==================== coin_count
### Ports around the boundary, coin_count

(6 px per um) Pins as bars across the die edge, other pins in gray.
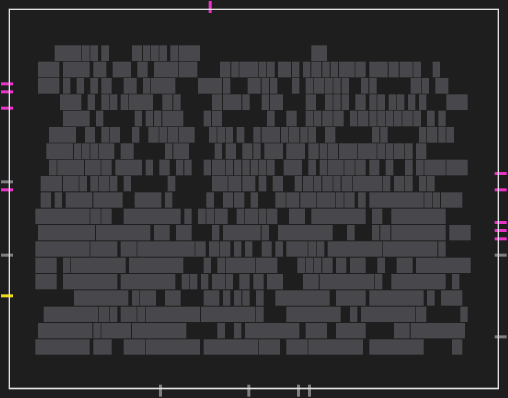

`src/rtl/coin_count.sv`:
```
// Coin-operated vending balance counter: synchronized, edge-detected request
// inputs drive a single prioritized balance update per clock.
`timescale 1ns/1ps

module coin_count #(
   parameter int unsigned PRICE_ONE = 5,
   parameter int unsigned PRICE_TWO = 3,
   parameter int unsigned MAX_VAL   = 999
) (
   input  logic       clk,
   input  logic       reset,
   input  logic       coin_one,
   input  logic       coin_ten,
   input  logic       buy_one,
   input  logic       buy_two,
   input  logic       get_ind,
   input  logic       cancle_flag,
   output logic [9:0] coin_val,
   output logic       buy_flag
);

   localparam int REQ_N = 6;

   // Bit positions of each request inside the packed request vectors.
   localparam int IDX_COIN_ONE = 0;
   localparam int IDX_COIN_TEN = 1;
   localparam int IDX_BUY_TWO  = 2;
   localparam int IDX_BUY_ONE  = 3;
   localparam int IDX_GET      = 4;
   localparam int IDX_CANCEL   = 5;

   localparam logic [9:0]  PRICE_ONE_W = 10'(PRICE_ONE);
   localparam logic [9:0]  PRICE_TWO_W = 10'(PRICE_TWO);
   localparam logic [10:0] MAX_VAL_W   = 11'(MAX_VAL);

   typedef enum logic [2:0] {
      ACT_NONE,
      ACT_CLEAR,
      ACT_BUY_ONE,
      ACT_BUY_TWO,
      ACT_COIN_TEN,
      ACT_COIN_ONE
   } action_t;

   logic [REQ_N-1:0] req_raw;
   logic [REQ_N-1:0] sync_q1;
   logic [REQ_N-1:0] sync_q2;
   logic [REQ_N-1:0] prev_q;
   logic [REQ_N-1:0] armed_q;
   logic [REQ_N-1:0] req_event;
   logic [1:0]       fill_q;
   logic             fill_done;

   action_t          action;
   logic [9:0]       next_val;
   logic             next_flag;

   assign req_raw = {cancle_flag, get_ind, buy_one, buy_two, coin_ten, coin_one};

   // fill_done marks that sync_q2 now holds a genuine post-reset sample rather
   // than the reset value; only then may a low level arm the edge detector.
   assign fill_done = (fill_q == 2'd2);

   // NOTE: all state uses non-blocking assignments so every flop samples the
   // pre-edge value of its source; blocking here would collapse the sync chain.
   always_ff @(posedge clk or negedge reset) begin
      if (!reset) begin
         sync_q1 <= '0;
         sync_q2 <= '0;
         prev_q  <= '0;
         armed_q <= '0;
         fill_q  <= '0;
      end else begin
         sync_q1 <= req_raw;
         sync_q2 <= sync_q1;
         prev_q  <= sync_q2;
         if (!fill_done) begin
            fill_q <= fill_q + 2'd1;
         end else begin
            armed_q <= armed_q | ~sync_q2;
         end
      end
   end

   // An input held high across reset release never arms, so it cannot
   // produce an event until it has been seen low and then rises again.
   assign req_event = sync_q2 & ~prev_q & armed_q;

   // NOTE: every always_comb output gets a default first, so no path leaves
   // a variable unassigned and no latch is inferred.
   always_comb begin
      action = ACT_NONE;
      if (req_event[IDX_CANCEL] || req_event[IDX_GET]) begin
         action = ACT_CLEAR;
      end else if (req_event[IDX_BUY_ONE]) begin
         action = ACT_BUY_ONE;
      end else if (req_event[IDX_BUY_TWO]) begin
         action = ACT_BUY_TWO;
      end else if (req_event[IDX_COIN_TEN]) begin
         action = ACT_COIN_TEN;
      end else if (req_event[IDX_COIN_ONE]) begin
         action = ACT_COIN_ONE;
      end
   end

   // A failed purchase still wins the slot: lower-priority events that clock are dropped.
   always_comb begin
      next_val  = coin_val;
      next_flag = 1'b0;
      case (action)
         ACT_CLEAR: begin
            next_val = '0;
         end
         ACT_BUY_ONE: begin
            if (coin_val >= PRICE_ONE_W) begin
               next_val  = coin_val - PRICE_ONE_W;
               next_flag = 1'b1;
            end
         end
         ACT_BUY_TWO: begin
            if (coin_val >= PRICE_TWO_W) begin
               next_val  = coin_val - PRICE_TWO_W;
               next_flag = 1'b1;
            end
         end
         ACT_COIN_TEN: begin
            if (({1'b0, coin_val} + 11'd10) <= MAX_VAL_W) begin
               next_val = coin_val + 10'd10;
            end
         end
         ACT_COIN_ONE: begin
            if (({1'b0, coin_val} + 11'd1) <= MAX_VAL_W) begin
               next_val = coin_val + 10'd1;
            end
         end
         default: begin
         end
      endcase
   end

   always_ff @(posedge clk or negedge reset) begin
      if (!reset) begin
         coin_val <= '0;
         buy_flag <= 1'b0;
      end else begin
         coin_val <= next_val;
         buy_flag <= next_flag;
      end
   end

endmodule

```
`config.mk`:
```
export PLATFORM = sky130hd
export DESIGN_NAME = coin_count
export DESIGN_NICKNAME = d
export VERILOG_FILES = /design/src/rtl/coin_count.sv
export SDC_FILE = /design/constraint.sdc
export NUM_CORES = 1
export LEC_CHECK = 0
export ABC_AREA = 1
export CAP_MARGIN = 20
export CORE_ASPECT_RATIO = 0.75
export CORE_MARGIN = 4
export CORE_UTILIZATION = 60
export CTS_BUF_LIST = sky130_fd_sc_hd__clkbuf_4 sky130_fd_sc_hd__clkbuf_8
export CTS_CLUSTER_DIAMETER = 60
export DETAILED_ROUTE_END_ITERATION = 8
export PLACE_DENSITY = 0.82
export SETUP_SLACK_MARGIN = 0.05
export SKIP_CTS_REPAIR_TIMING = 1
export SLEW_MARGIN = 10
export SYNTH_ARGS = -nofsm -noshare
export SYNTH_HDL_FRONTEND = slang
export SYNTH_SLANG_ARGS = --single-unit
```
`constraint.sdc`:
```
create_clock -name clk -period 2.3 [get_ports clk]
set_input_delay 0.46 -clock clk [delete_from_list [all_inputs] [get_ports clk]]
set_output_delay 0.46 -clock clk [all_outputs]
set_load 0.02 [all_outputs]
```
==================== if_stage
--- src/rtl/if_stage.sv ---
// Instruction-fetch stage: owns the PC, drives the imem byte address and fills
// the IF/ID register. Handles stall, flush, redirect, end-of-program halt and faults.
module if_stage #(
  parameter logic [31:0] RESET_PC   = 32'h0000_0000,
  parameter int          IMEM_DEPTH = 64
) (
  input  logic        clk,
  input  logic        rst_n,
  input  logic        stall,
  input  logic        flush,
  input  logic        redirect_valid,
  input  logic [31:0] redirect_target,
  output logic [31:0] imem_pc,
  input  logic [31:0] imem_instruction,
  output logic        id_valid,
  output logic [31:0] id_pc,
  output logic [31:0] id_pc_plus4,
  output logic [31:0] id_instruction,
  output logic        halted,
  output logic        fetch_fault,
  output logic [31:0] fetch_count
);

  localparam logic [31:0] PC_LIMIT = 32'(4 * IMEM_DEPTH);

  typedef struct packed {
    logic        valid;
    logic [31:0] pc;
    logic [31:0] pc_plus4;
    logic [31:0] instr;
  } ifid_t;

  ifid_t       ifid_q, ifid_d;
  logic [31:0] pc_q, pc_d;
  logic        halted_q, halted_d;
  logic        fault_q, fault_d;
  logic [31:0] cnt_q, cnt_d;

  logic [31:0] pc_plus4;
  logic        in_range, fetch_ok, word_nz, redir_live, redir_aligned;

  always_comb begin
    pc_plus4      = pc_q + 32'd4;
    in_range      = pc_q < PC_LIMIT;
    fetch_ok      = !halted_q && in_range;
    word_nz       = |imem_instruction;
    redir_live    = redirect_valid && !halted_q;
    redir_aligned = redirect_target[1:0] == 2'b00;

    pc_d     = pc_q;
    halted_d = halted_q;
    fault_d  = fault_q;

    // Once halted only reset restarts fetch, so redirects are ignored there.
    if (redir_live) begin
      if (redir_aligned) begin
        pc_d = redirect_target;
      end else begin
        fault_d  = 1'b1;
        halted_d = 1'b1;
      end
    end else if (halted_q) begin
      pc_d = pc_q;
    end else if (!in_range) begin
      fault_d  = 1'b1;
      halted_d = 1'b1;
    end else if (stall) begin
      pc_d = pc_q;
    end else if (!word_nz && !flush) begin
      halted_d = 1'b1;
    end else begin
      pc_d = pc_plus4;
    end
  end

  always_comb begin
    ifid_d = ifid_q;
    cnt_d  = cnt_q;
    if (flush || redirect_valid) begin
      ifid_d.valid = 1'b0;
      ifid_d.instr = 32'h0;
    end else if (stall) begin
      ifid_d = ifid_q;
    end else if (fetch_ok && word_nz) begin
      ifid_d.valid    = 1'b1;
      ifid_d.pc       = pc_q;
      ifid_d.pc_plus4 = pc_plus4;
      ifid_d.instr    = imem_instruction;
      cnt_d           = cnt_q + 32'd1;
    end else begin
      ifid_d.valid = 1'b0;
    end
  end

  always_ff @(posedge clk or negedge rst_n) begin
    if (!rst_n) begin
      pc_q     <= RESET_PC;
      ifid_q   <= '0;
      halted_q <= 1'b0;
      fault_q  <= 1'b0;
      cnt_q    <= 32'h0;
    end else begin
      pc_q     <= pc_d;
      ifid_q   <= ifid_d;
      halted_q <= halted_d;
      fault_q  <= fault_d;
      cnt_q    <= cnt_d;
    end
  end

  assign imem_pc        = pc_q;
  assign id_valid       = ifid_q.valid;
  assign id_pc          = ifid_q.pc;
  assign id_pc_plus4    = ifid_q.pc_plus4;
  assign id_instruction = ifid_q.instr;
  assign halted         = halted_q;
  assign fetch_fault    = fault_q;
  assign fetch_count    = cnt_q;

endmodule

--- config.mk ---
export PLATFORM = sky130hd
export DESIGN_NAME = if_stage
export DESIGN_NICKNAME = d
export VERILOG_FILES = /design/src/rtl/if_stage.sv
export SDC_FILE = /design/constraint.sdc
export NUM_CORES = 1
export LEC_CHECK = 0
export CORE_UTILIZATION = 40
export CTS_BUF_LIST = sky130_fd_sc_hd__clkbuf_16
export CTS_CLUSTER_SIZE = 30
export DETAILED_ROUTE_END_ITERATION = 16
export GPL_ROUTABILITY_DRIVEN = 0
export PLACE_DENSITY = 0.74
export SYNTH_ARGS = -nofsm -noshare
export SYNTH_HDL_FRONTEND = slang
export SYNTH_SLANG_ARGS = --single-unit
--- constraint.sdc ---
create_clock -name clk -period 6.33 [get_ports clk]
set_input_delay 1.266 -clock clk [delete_from_list [all_inputs] [get_ports clk]]
set_output_delay 1.266 -clock clk [all_outputs]
set_load 0.01 [all_outputs]
==================== uart_tx_arb
<file path="src/rtl/uart_pkg.sv">
// uart_pkg: shared definitions for the UART transmit arbiter and the rx/tx
// cores. It holds the arbiter FSM state encoding and the default build
// constants.
// No ports (package).
package uart_pkg;

    localparam int N_REQ_DEFAULT        = 4;
    localparam int HOLD_TIMEOUT_DEFAULT = 64;
    localparam int HOLD_CNT_W           = 8;

    // Arbiter FSM states. They are plain 2-bit constants so that older
    // blocks, which compare raw state codes, can share the same values.
    typedef logic [1:0] arb_state_t;
    localparam arb_state_t ST_IDLE      = 2'd0;
    localparam arb_state_t ST_LOAD      = 2'd1;
    localparam arb_state_t ST_WAIT_DONE = 2'd2;
    localparam arb_state_t ST_HOLD      = 2'd3;

endpackage

</file>
<file path="src/rtl/rr_pick.sv">
// rr_pick: combinational round-robin selector.
// It returns the first set bit of 'valid', searching from index 'ptr' upward
// and wrapping from N-1 back to 0.
//   valid : request vector
//   ptr   : starting index of the search
//   idx   : selected index (0 when nothing is found)
//   found : high when any bit of 'valid' is set
module rr_pick #(
    parameter int N = 4,
    parameter int W = $clog2(N)
) (
    input  logic [N-1:0] valid,
    input  logic [W-1:0] ptr,
    output logic [W-1:0] idx,
    output logic         found
);

    // NOTE: assign every always_comb output a default before any branch.
    // A path that skips the assignment would infer a latch.
    always_comb begin
        idx   = '0;
        found = 1'b0;
        for (int i = 0; i < N; i++) begin
            int j;
            j = int'(ptr) + i;
            if (j >= N) j = j - N;
            if (!found && valid[j]) begin
                found = 1'b1;
                idx   = W'(j);
            end
        end
    end

endmodule

</file>
<file path="src/rtl/uart_tx_arb.sv">
// uart_tx_arb: round-robin arbiter that lets N_REQ byte-stream requesters
// share one UART transmitter. Once a requester is granted a packet, it keeps
// the transmitter until it sends the byte marked 'last'. If the owner stays
// idle for HOLD_TIMEOUT cycles between bytes, the packet is aborted and the
// grant is released.
//   clk, rst_n : clock (rising edge) and asynchronous active-low reset
//   req_valid  : per-requester byte valid
//   req_data   : per-requester byte; requester i uses bits [8i+7:8i]
//   req_last   : the byte is the last one of its packet
//   req_ready  : one-hot acknowledge of the byte, high only in LOAD
//   tx_start   : one-cycle start pulse to the transmitter
//   tx_data    : byte to transmit; held from tx_start until tx_done
//   tx_done    : one-cycle pulse from the transmitter when it is finished
//   grant_id   : index of the current owner
//   busy       : high in every state except IDLE
module uart_tx_arb
    import uart_pkg::*;
#(
    parameter int N_REQ        = N_REQ_DEFAULT,
    parameter int HOLD_TIMEOUT = HOLD_TIMEOUT_DEFAULT,
    parameter int IDW          = $clog2(N_REQ)
) (
    input  logic               clk,
    input  logic               rst_n,
    input  logic [N_REQ-1:0]   req_valid,
    input  logic [N_REQ*8-1:0] req_data,
    input  logic [N_REQ-1:0]   req_last,
    output logic [N_REQ-1:0]   req_ready,
    output logic               tx_start,
    output logic [7:0]         tx_data,
    input  logic               tx_done,
    output logic [IDW-1:0]     grant_id,
    output logic               busy
);

    arb_state_t            state;
    logic [IDW-1:0]        rr_ptr;
    logic                  last_q;
    logic [HOLD_CNT_W-1:0] hold_cnt;

    logic [IDW-1:0]        pick_idx;
    logic                  pick_found;
    logic [IDW-1:0]        next_ptr;

    rr_pick #(
        .N (N_REQ),
        .W (IDW)
    ) u_pick (
        .valid (req_valid),
        .ptr   (rr_ptr),
        .idx   (pick_idx),
        .found (pick_found)
    );

    // The pointer moves to the requester after the one that just finished.
    // It wraps explicitly, so N_REQ does not have to be a power of two.
    assign next_ptr = (grant_id == IDW'(N_REQ - 1)) ? '0 : grant_id + IDW'(1);

    // tx_start and req_ready are decoded from the state. They cannot outlive
    // LOAD, and the asynchronous reset clears them immediately.
    assign tx_start = (state == ST_LOAD);
    assign busy     = (state != ST_IDLE);

    always_comb begin
        req_ready = '0;
        if (state == ST_LOAD) req_ready[grant_id] = 1'b1;
    end

    // tx_data and last_q are captured on entry to LOAD. The byte is already
    // on tx_data in the cycle that tx_start fires, and it stays there until
    // the next LOAD.
    // NOTE: sequential state is written only with non-blocking assignments.
    // All registers read their old values in the same edge, so the order of
    // the statements does not matter.
    always_ff @(posedge clk or negedge rst_n) begin
        if (!rst_n) begin
            state    <= ST_IDLE;
            rr_ptr   <= '0;
            grant_id <= '0;
            tx_data  <= '0;
            last_q   <= 1'b0;
            hold_cnt <= '0;
        end else begin
            case (state)
                ST_IDLE: begin
                    if (pick_found) begin
                        grant_id <= pick_idx;
                        tx_data  <= req_data[{pick_idx, 3'b000} +: 8];
                        last_q   <= req_last[pick_idx];
                        state    <= ST_LOAD;
                    end
                end
                ST_LOAD: begin
                    state <= ST_WAIT_DONE;
                end
                ST_WAIT_DONE: begin
                    if (tx_done) begin
                        if (last_q) begin
                            rr_ptr <= next_ptr;
                            state  <= ST_IDLE;
                        end else begin
                            hold_cnt <= '0;
                            state    <= ST_HOLD;
                        end
                    end
                end
                ST_HOLD: begin
                    // Only the owner can continue. Other requesters wait
                    // until the packet ends or times out.
                    if (req_valid[grant_id]) begin
                        tx_data  <= req_data[{grant_id, 3'b000} +: 8];
                        last_q   <= req_last[grant_id];
                        hold_cnt <= '0;
                        state    <= ST_LOAD;
                    end else if (hold_cnt == HOLD_CNT_W'(HOLD_TIMEOUT - 1)) begin
                        hold_cnt <= '0;
                        rr_ptr   <= next_ptr;
                        state    <= ST_IDLE;
                    end else begin
                        hold_cnt <= hold_cnt + HOLD_CNT_W'(1);
                    end
                end
                default: state <= ST_IDLE;
            endcase
        end
    end

endmodule

</file>
<file path="config.mk">
export PLATFORM = sky130hd
export DESIGN_NAME = uart_tx_arb
export DESIGN_NICKNAME = d
export VERILOG_FILES = /design/src/rtl/uart_pkg.sv /design/src/rtl/rr_pick.sv /design/src/rtl/uart_tx_arb.sv
export SDC_FILE = /design/constraint.sdc
export NUM_CORES = 1
export LEC_CHECK = 0
export ABC_AREA = 1
export CORE_UTILIZATION = 35
export CTS_BUF_LIST = sky130_fd_sc_hd__clkbuf_2 sky130_fd_sc_hd__clkbuf_4 sky130_fd_sc_hd__clkbuf_8
export DETAILED_ROUTE_END_ITERATION = 10
export SYNTH_ARGS = -nofsm -noshare
export SYNTH_HDL_FRONTEND = slang
export SYNTH_SLANG_ARGS = --single-unit
export TNS_END_PERCENT = 50
</file>
<file path="constraint.sdc">
create_clock -name clk -period 2.9 [get_ports clk]
set_input_delay 0.29 -clock clk [delete_from_list [all_inputs] [get_ports clk]]
set_output_delay 0.29 -clock clk [all_outputs]
set_load 0.03 [all_outputs]
</file>

==> layout pictures side by side <==
Signal wires on met2.
(a)
(4 px per um)
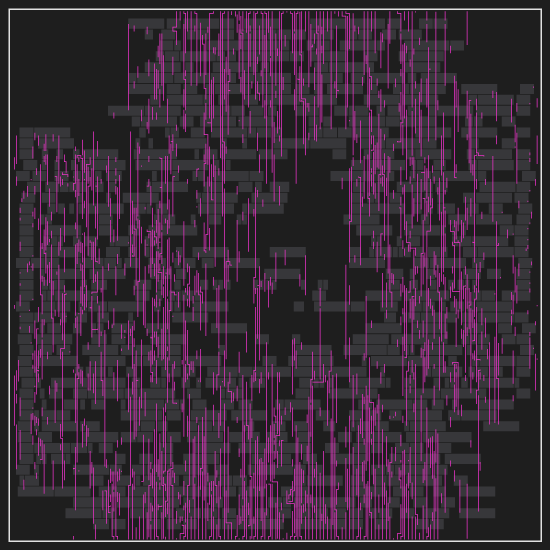
(b)
(6 px per um)
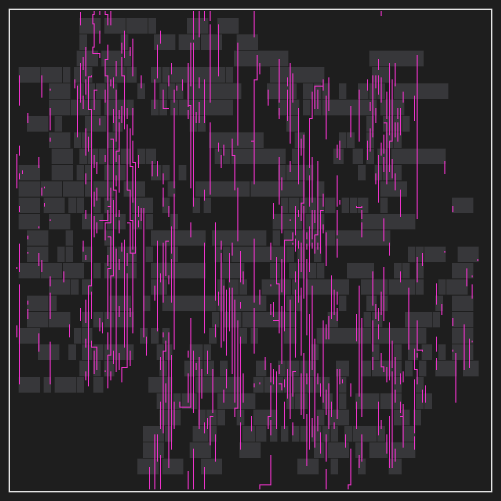
(c)
(6 px per um)
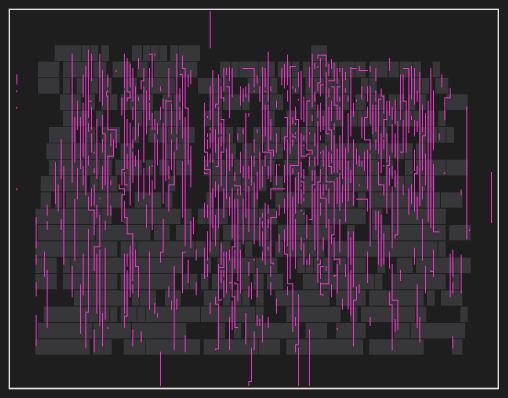
Of these, largest die: (a)
Of these, smallest die: (c)
if_stage: (a)
coin_count: (c)
uart_tx_arb: (b)

### Signal metal coverage by tile, uart_tx_arb

(4 px per um) The die is cut into 16 by 16 equal tiles; dark blue is low, red is high, scaled to the fullest tile. Values are wire area over tile area, all layers added.
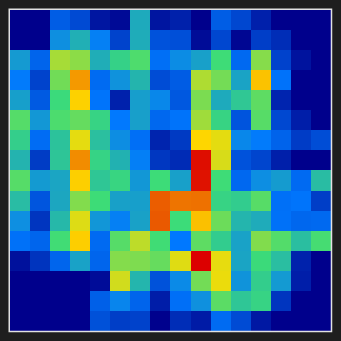
23% of the tiles are over half the peak. The mean over all tiles is 0.13. The fullest tile reaches 0.41. The densest ninth of the die: center. 15% of the tiles are nearly empty.

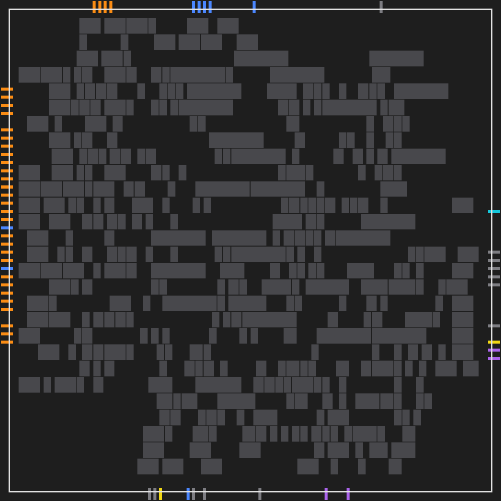
*Ports around the boundary, uart_tx_arb*
(6 px per um) Pins as bars across the die edge, other pins in gray.
Key: yellow = `grant_id` [pins 2, direction output, edge 1 east, 1 south]; cyan = `tx_done` [pins 1, direction input, edge east]; blue = `tx_data` [pins 8, direction output, edge 5 north, 2 west, 1 south]; orange = `req_data` [pins 32, direction input, edge 28 west, 4 north]; purple = `req_valid` [pins 4, direction input, edge 2 east, 2 south]

==> run notes, uart_tx_arb <==
Synthesis and PnR results.

- The total global routing overflow reads 0.
- The buffer-and-inverter tally for the worst setup path reads 3.
- The per-cell routed wire length reads 11.0 um.
- The switching portion of total power comes to 0.571.
- The required time at the worst-slack endpoint is 2.61 ns.
- The reg-to-reg startpoint is rr_ptr[0].
- CTS saw 23 sinks.
- The wire length of the first global-routing pass is 9.00 mm.
- The endpoint kind of the worst setup timing path is an output pin.
- The combinational power reads roughly 2.5 mW.
- The maximum buffer depth of the clock tree reads 2.
- The run finished with clean final reports.
- The timing endpoint of the critical path is req_ready[2].
- The dominant delay contributor by cell family on the critical path reads buffers and inverters.
- After filler insertion, the fill cell instance count of the layout stands at 636.
- The power of the clock network is 203 uW.
[uart_tx_arb: flip-flops by register name, summed over array words and instances, names as in the netlist]
signal,cells
state,2
tx_data,8
last_q,1
rr_ptr,2
hold_cnt,8
grant_id,2
[uart_tx_arb: Yosys cell counts (all sizes together)]
master  number  area (sq um)
nor3         5          25.0
o211ai       2          15.0
nand3b       1          7.51
a21oi        5          25.0
dfrtp       23           576
buf          4          45.0
o21ai       16          80.1
nor3b        1          7.51
and3         1          6.26
ha           5          62.6
nor2        24           116
nand3       64           410
nand2      102           435
xnor2        1          8.76
a31oi        1          6.26
nand4        2          27.5
inv         70           268
clkbuf       2          7.51
a221oi       1          8.76
[uart_tx_arb: kinds of logic after synthesis]
logic type | synth area share
compound gates | 0.0632
flops | 0.269
buf+inv | 0.150
xor+xnor | 0.00410
simple gates | 0.485
fa+ha+maj | 0.0293
[uart_tx_arb: stage by stage]
stage / setup WS, ns / instances / hold slack (ns)
after floorplan: 1.11 / 330 / -0.00559
after global placement: 0.676 / 458 / 0.468
after global routing: 0.481 / 462 / 0.432
final: 0.588 / 462 / 0.379
after CTS: 0.588 / 462 / 0.398
after detailed placement: 0.621 / 458 / 0.469
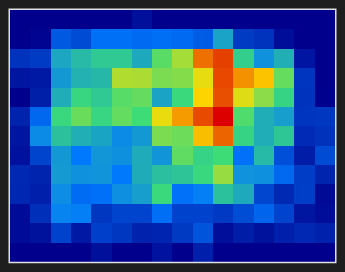
*Signal metal coverage by tile, coin_count*
(4 px per um) The die is cut into 16 by 13 equal tiles; dark blue is low, red is high, scaled to the fullest tile. Values are wire area over tile area, all layers added.
The densest ninth of the die: center. 17% of the tiles are nearly empty. The emptiest ninth of the die: south-east. 16% of the tiles are over half the peak. The mean over all tiles is 0.21. The fullest tile reaches 0.79.

Notes on 'Ports around the boundary' of coin_count above:
Key: magenta = `coin_val` [pins 10, direction output, edge 5 east, 4 west, 1 north]; yellow = `coin_ten` [pins 1, direction input, edge west]
All pins by edge: 7 east, 7 west, 4 south, 1 north.

==> run notes, coin_count <==
Synthesis and PnR results.

- The average cell area after synthesis reads 7.26 sq um.
- For the worst reg-to-reg path, the startpoint reported by OpenROAD is coin_val[0].
- The growth of design area from synthesis to finish is 15.7%.
- The final setup slack of the worst path is 0.158 ns.
- Input and output buffers added on the ports amount to 18.
- The H-tree depth reported by CTS is 2.
- The largest net degree at the start of global routing is 38.
- The largest incremental delay on the critical path reads 0.45 ns.
- Among all cell types in the netlist, the one instantiated most often is sky130_fd_sc_hd__nand2_1.
- The final antenna-violating net count is 0.
- The routed design shows a wire length per standard cell of 14.9 um.
- The cell total in the yosys stat output is 333.
- The flow ran to the end, and the final reports show no timing, DRC or antenna violations.
- Non-clock inverters in the final layout number 36.
- The count of nets after finishing is 379.
- Among all flip-flop cells after synthesis, the most frequent one is sky130_fd_sc_hd__dfrtp_1.
- The DRC violation total left in the routed layout is recorded as 0.
- According to the Yosys statistics, the synthesized design has a chip area of 2420 sq um.
- The net load switching power reads ~1.6 mW.
- The report lists the number of standard-cell rows as 19.
- Leaving out buffers and inverters, the combinational logic in the layout accounts for 1330 sq um.
- The per-cell via count in the routed design is 5.64.
- Per the post-run analysis, buffers plus inverters along the critical path come to 1.
- Looking at the max-slew report, the worst-margin pin has a slew of 0.754 ns.
- The power report attributes to the sequential group a share of 0.283.
- The top power group reads combinational cells.
- The proportion of layout cells with a drive suffix above 1 reads 0.108.
- Before any placement, the netlist area is recorded as 2420 sq um.
- The critical path class reads reg -> reg.
## coin_count: per-stage QoR
step	std cells	util	cell area (sq um)
2_1_floorplan	333	-	2420
3_3_place_gp	405	0.712	2670
3_5_place_dp	405	0.712	2670
4_1_cts	412	0.736	2760
5_1_grt	413	0.745	2800
6_report	413	0.745	2800
## coin_count: cells by family (layout without fill, tap and decap cells)
| logic type | count (synthesis) | in the layout |
|---|---|---|
| XOR/XNOR | 11 | 11 |
| flip-flops | 37 | 37 |
| buffers and inverters | 43 | 70 |
| adder cells (fa/ha/maj) | 10 | 10 |
| AND/OR/NAND/NOR | 190 | 191 |
| AND-OR/OR-AND | 42 | 42 |
## coin_count: sequential cells by signal, summed over array words and instances (netlist names)
name and flops:
coin_val 10, buy_flag 1, armed_q 6, sync_q2 6, prev_q 6, fill_q 2
sync_q1 6
## coin_count: layer usage
| metal | vias up | part of all wire | track usage | wire (um) |
|---|---|---|---|---|
| li1 | 1122 | - | - | - |
| met1 | 1035 | 0.45 | 0.411 | 2760 |
| met2 | 148 | 0.40 | 0.340 | 2480 |
| met3 | 24 | 0.13 | 0.0692 | 803 |
| met4 | 0 | 0.017 | 0.0696 | 104 |
| met5 | - | 0 | 0 | 0 |
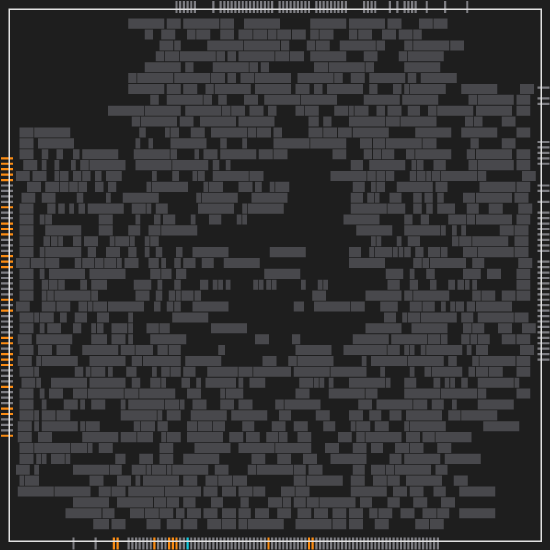
*Ports around the boundary, if_stage*
(4 px per um) Pins as bars across the die edge, other pins in gray.
Key: cyan = `redirect_valid` [pins 1, direction input, edge south]; orange = `imem_pc` [pins 32, direction output, edge 23 west, 9 south]

==> run notes, if_stage <==
Synthesis and PnR results.

- The buffer-and-inverter tally for the worst setup path reads 2.
- The H-tree depth reported by CTS is 4.
- The arrival time of data at the critical path endpoint is between 4 and 5 ns.
- The count of endpoints failing setup in the final report reads 0.
- The post-cts hold buffer count is 0.
- The per-cell routed wire length reads 16.4 um.
- The share of final layout cell area taken by non-clock buffers is 0.242.
- The final-report hold violation count is 0.
- The run finished with clean final reports.
- The share of total power in the clock network reads 0.431.
- The cell area that synthesis handed to floorplanning was 6820 sq um.
- The post-synth tally of flip-flops with integrated enable reads 0.
- TritonCTS reports the number of clock sinks as between 150 and 200.
- The final timing report lists clock skew as 0.00978 ns.
- The setup TNS is 0 ns.
- The fraction of final cell area spent on clock buffers and inverters in this run is 0.0538.
- The sequential share of power reads 0.499.
- The share of cell area taken by flip-flops and latches is 0.412.
- The overall fraction of global-route tracks in use is 0.204.
- After layout, the minimum clock period comes to 3.95 ns.
- The sequential power is 1.07 mW.
- The final layout report lists a non-clock buffer count of 238.
- The required time at the worst-slack endpoint is 6.61 ns.
- The critical path class is in -> reg.
- The switching share of total power reads 0.225.
- The synthesized netlist was found by Yosys to have slightly below 600 cells.
- The area fraction of the largest cell type after synthesis is 0.590.
- The most common cell in the netlist reads sky130_fd_sc_hd__dfrtp_1.
- After synthesis, the most frequently instantiated cells are sky130_fd_sc_hd__dfrtp_1 (161), sky130_fd_sc_hd__nand2_1 (81), sky130_fd_sc_hd__and2_1 (50), sky130_fd_sc_hd__a22o_1 (32), sky130_fd_sc_hd__xor2_1 (27).
- The post-detailed-placement half-perimeter wirelength reads about 12 mm.
- The count of yosys warnings during synthesis reads 0.
-- if_stage: final timing paths --
path	start	end	slack, ns	cells past startpoint
max in group asynchronous	rst_n	fetch_count[30]	4.44	2
worst min-delay path	fetch_fault	fetch_fault	0.47	1
min in group asynchronous	rst_n	id_instruction[22]	0.72	1
worst max-delay path	imem_instruction[25]	id_pc_plus4[8]	2.38	6
worst min register to register	fetch_fault	fetch_fault	0.47	1
worst max register to register	imem_pc[17]	fetch_count[13]	3.31	6
-- if_stage: cell families (layout without fill, tap and decap cells) --
family,count (synthesis),after routing,synth area share
flip-flops,161,161,0.590
AND/OR/NAND/NOR,242,242,0.193
XOR/XNOR,37,37,0.0475
buffers and inverters,54,287,0.0413
adder cells (fa/ha/maj),2,2,0.00367
multiplexers,19,19,0.0286
AND-OR/OR-AND,82,82,0.0959
-- if_stage: stage by stage --
stage | hold WS, ns | setup slack [ns]
4_1_cts | 0.472 | 2.37
2_1_floorplan | 0.454 | 3.43
5_1_grt | 0.484 | 2.00
3_3_place_gp | 0.453 | 2.00
6_report | 0.470 | 2.38
3_5_place_dp | 0.460 | 1.92


==> layout pictures side by side <==
Routing congestion map.
panel A
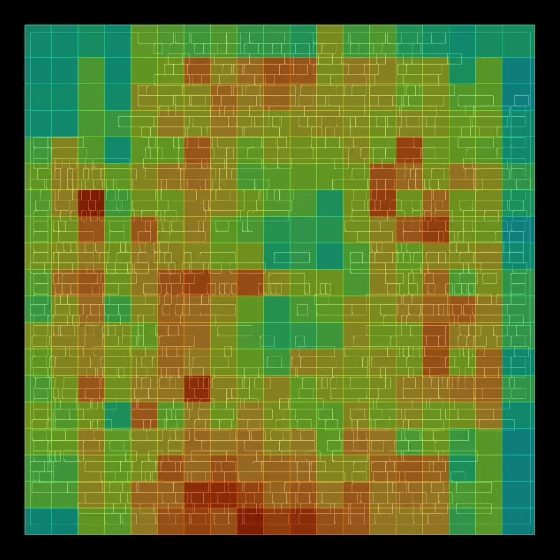
panel B
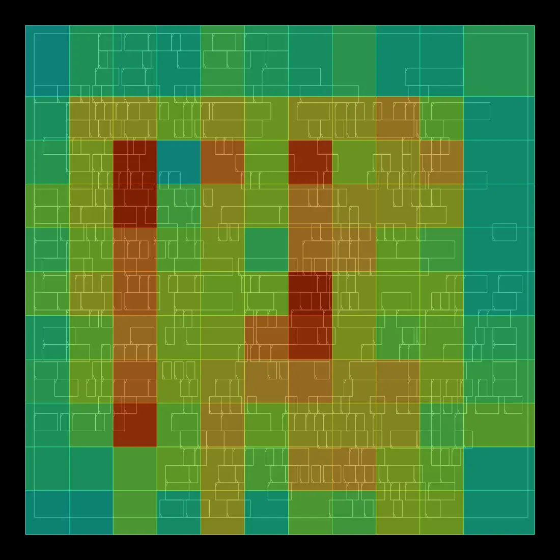
panel C
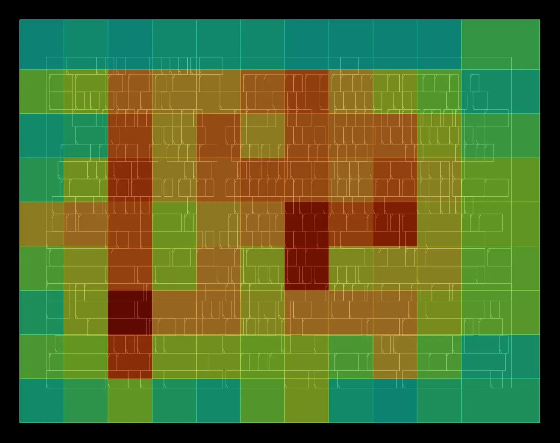
| from | picture |
|---|---|
| if_stage | panel A |
| uart_tx_arb | panel B |
| coin_count | panel C |
Of these, lowest utilization: panel B

Power is estimated from default activity; no workload was simulated.
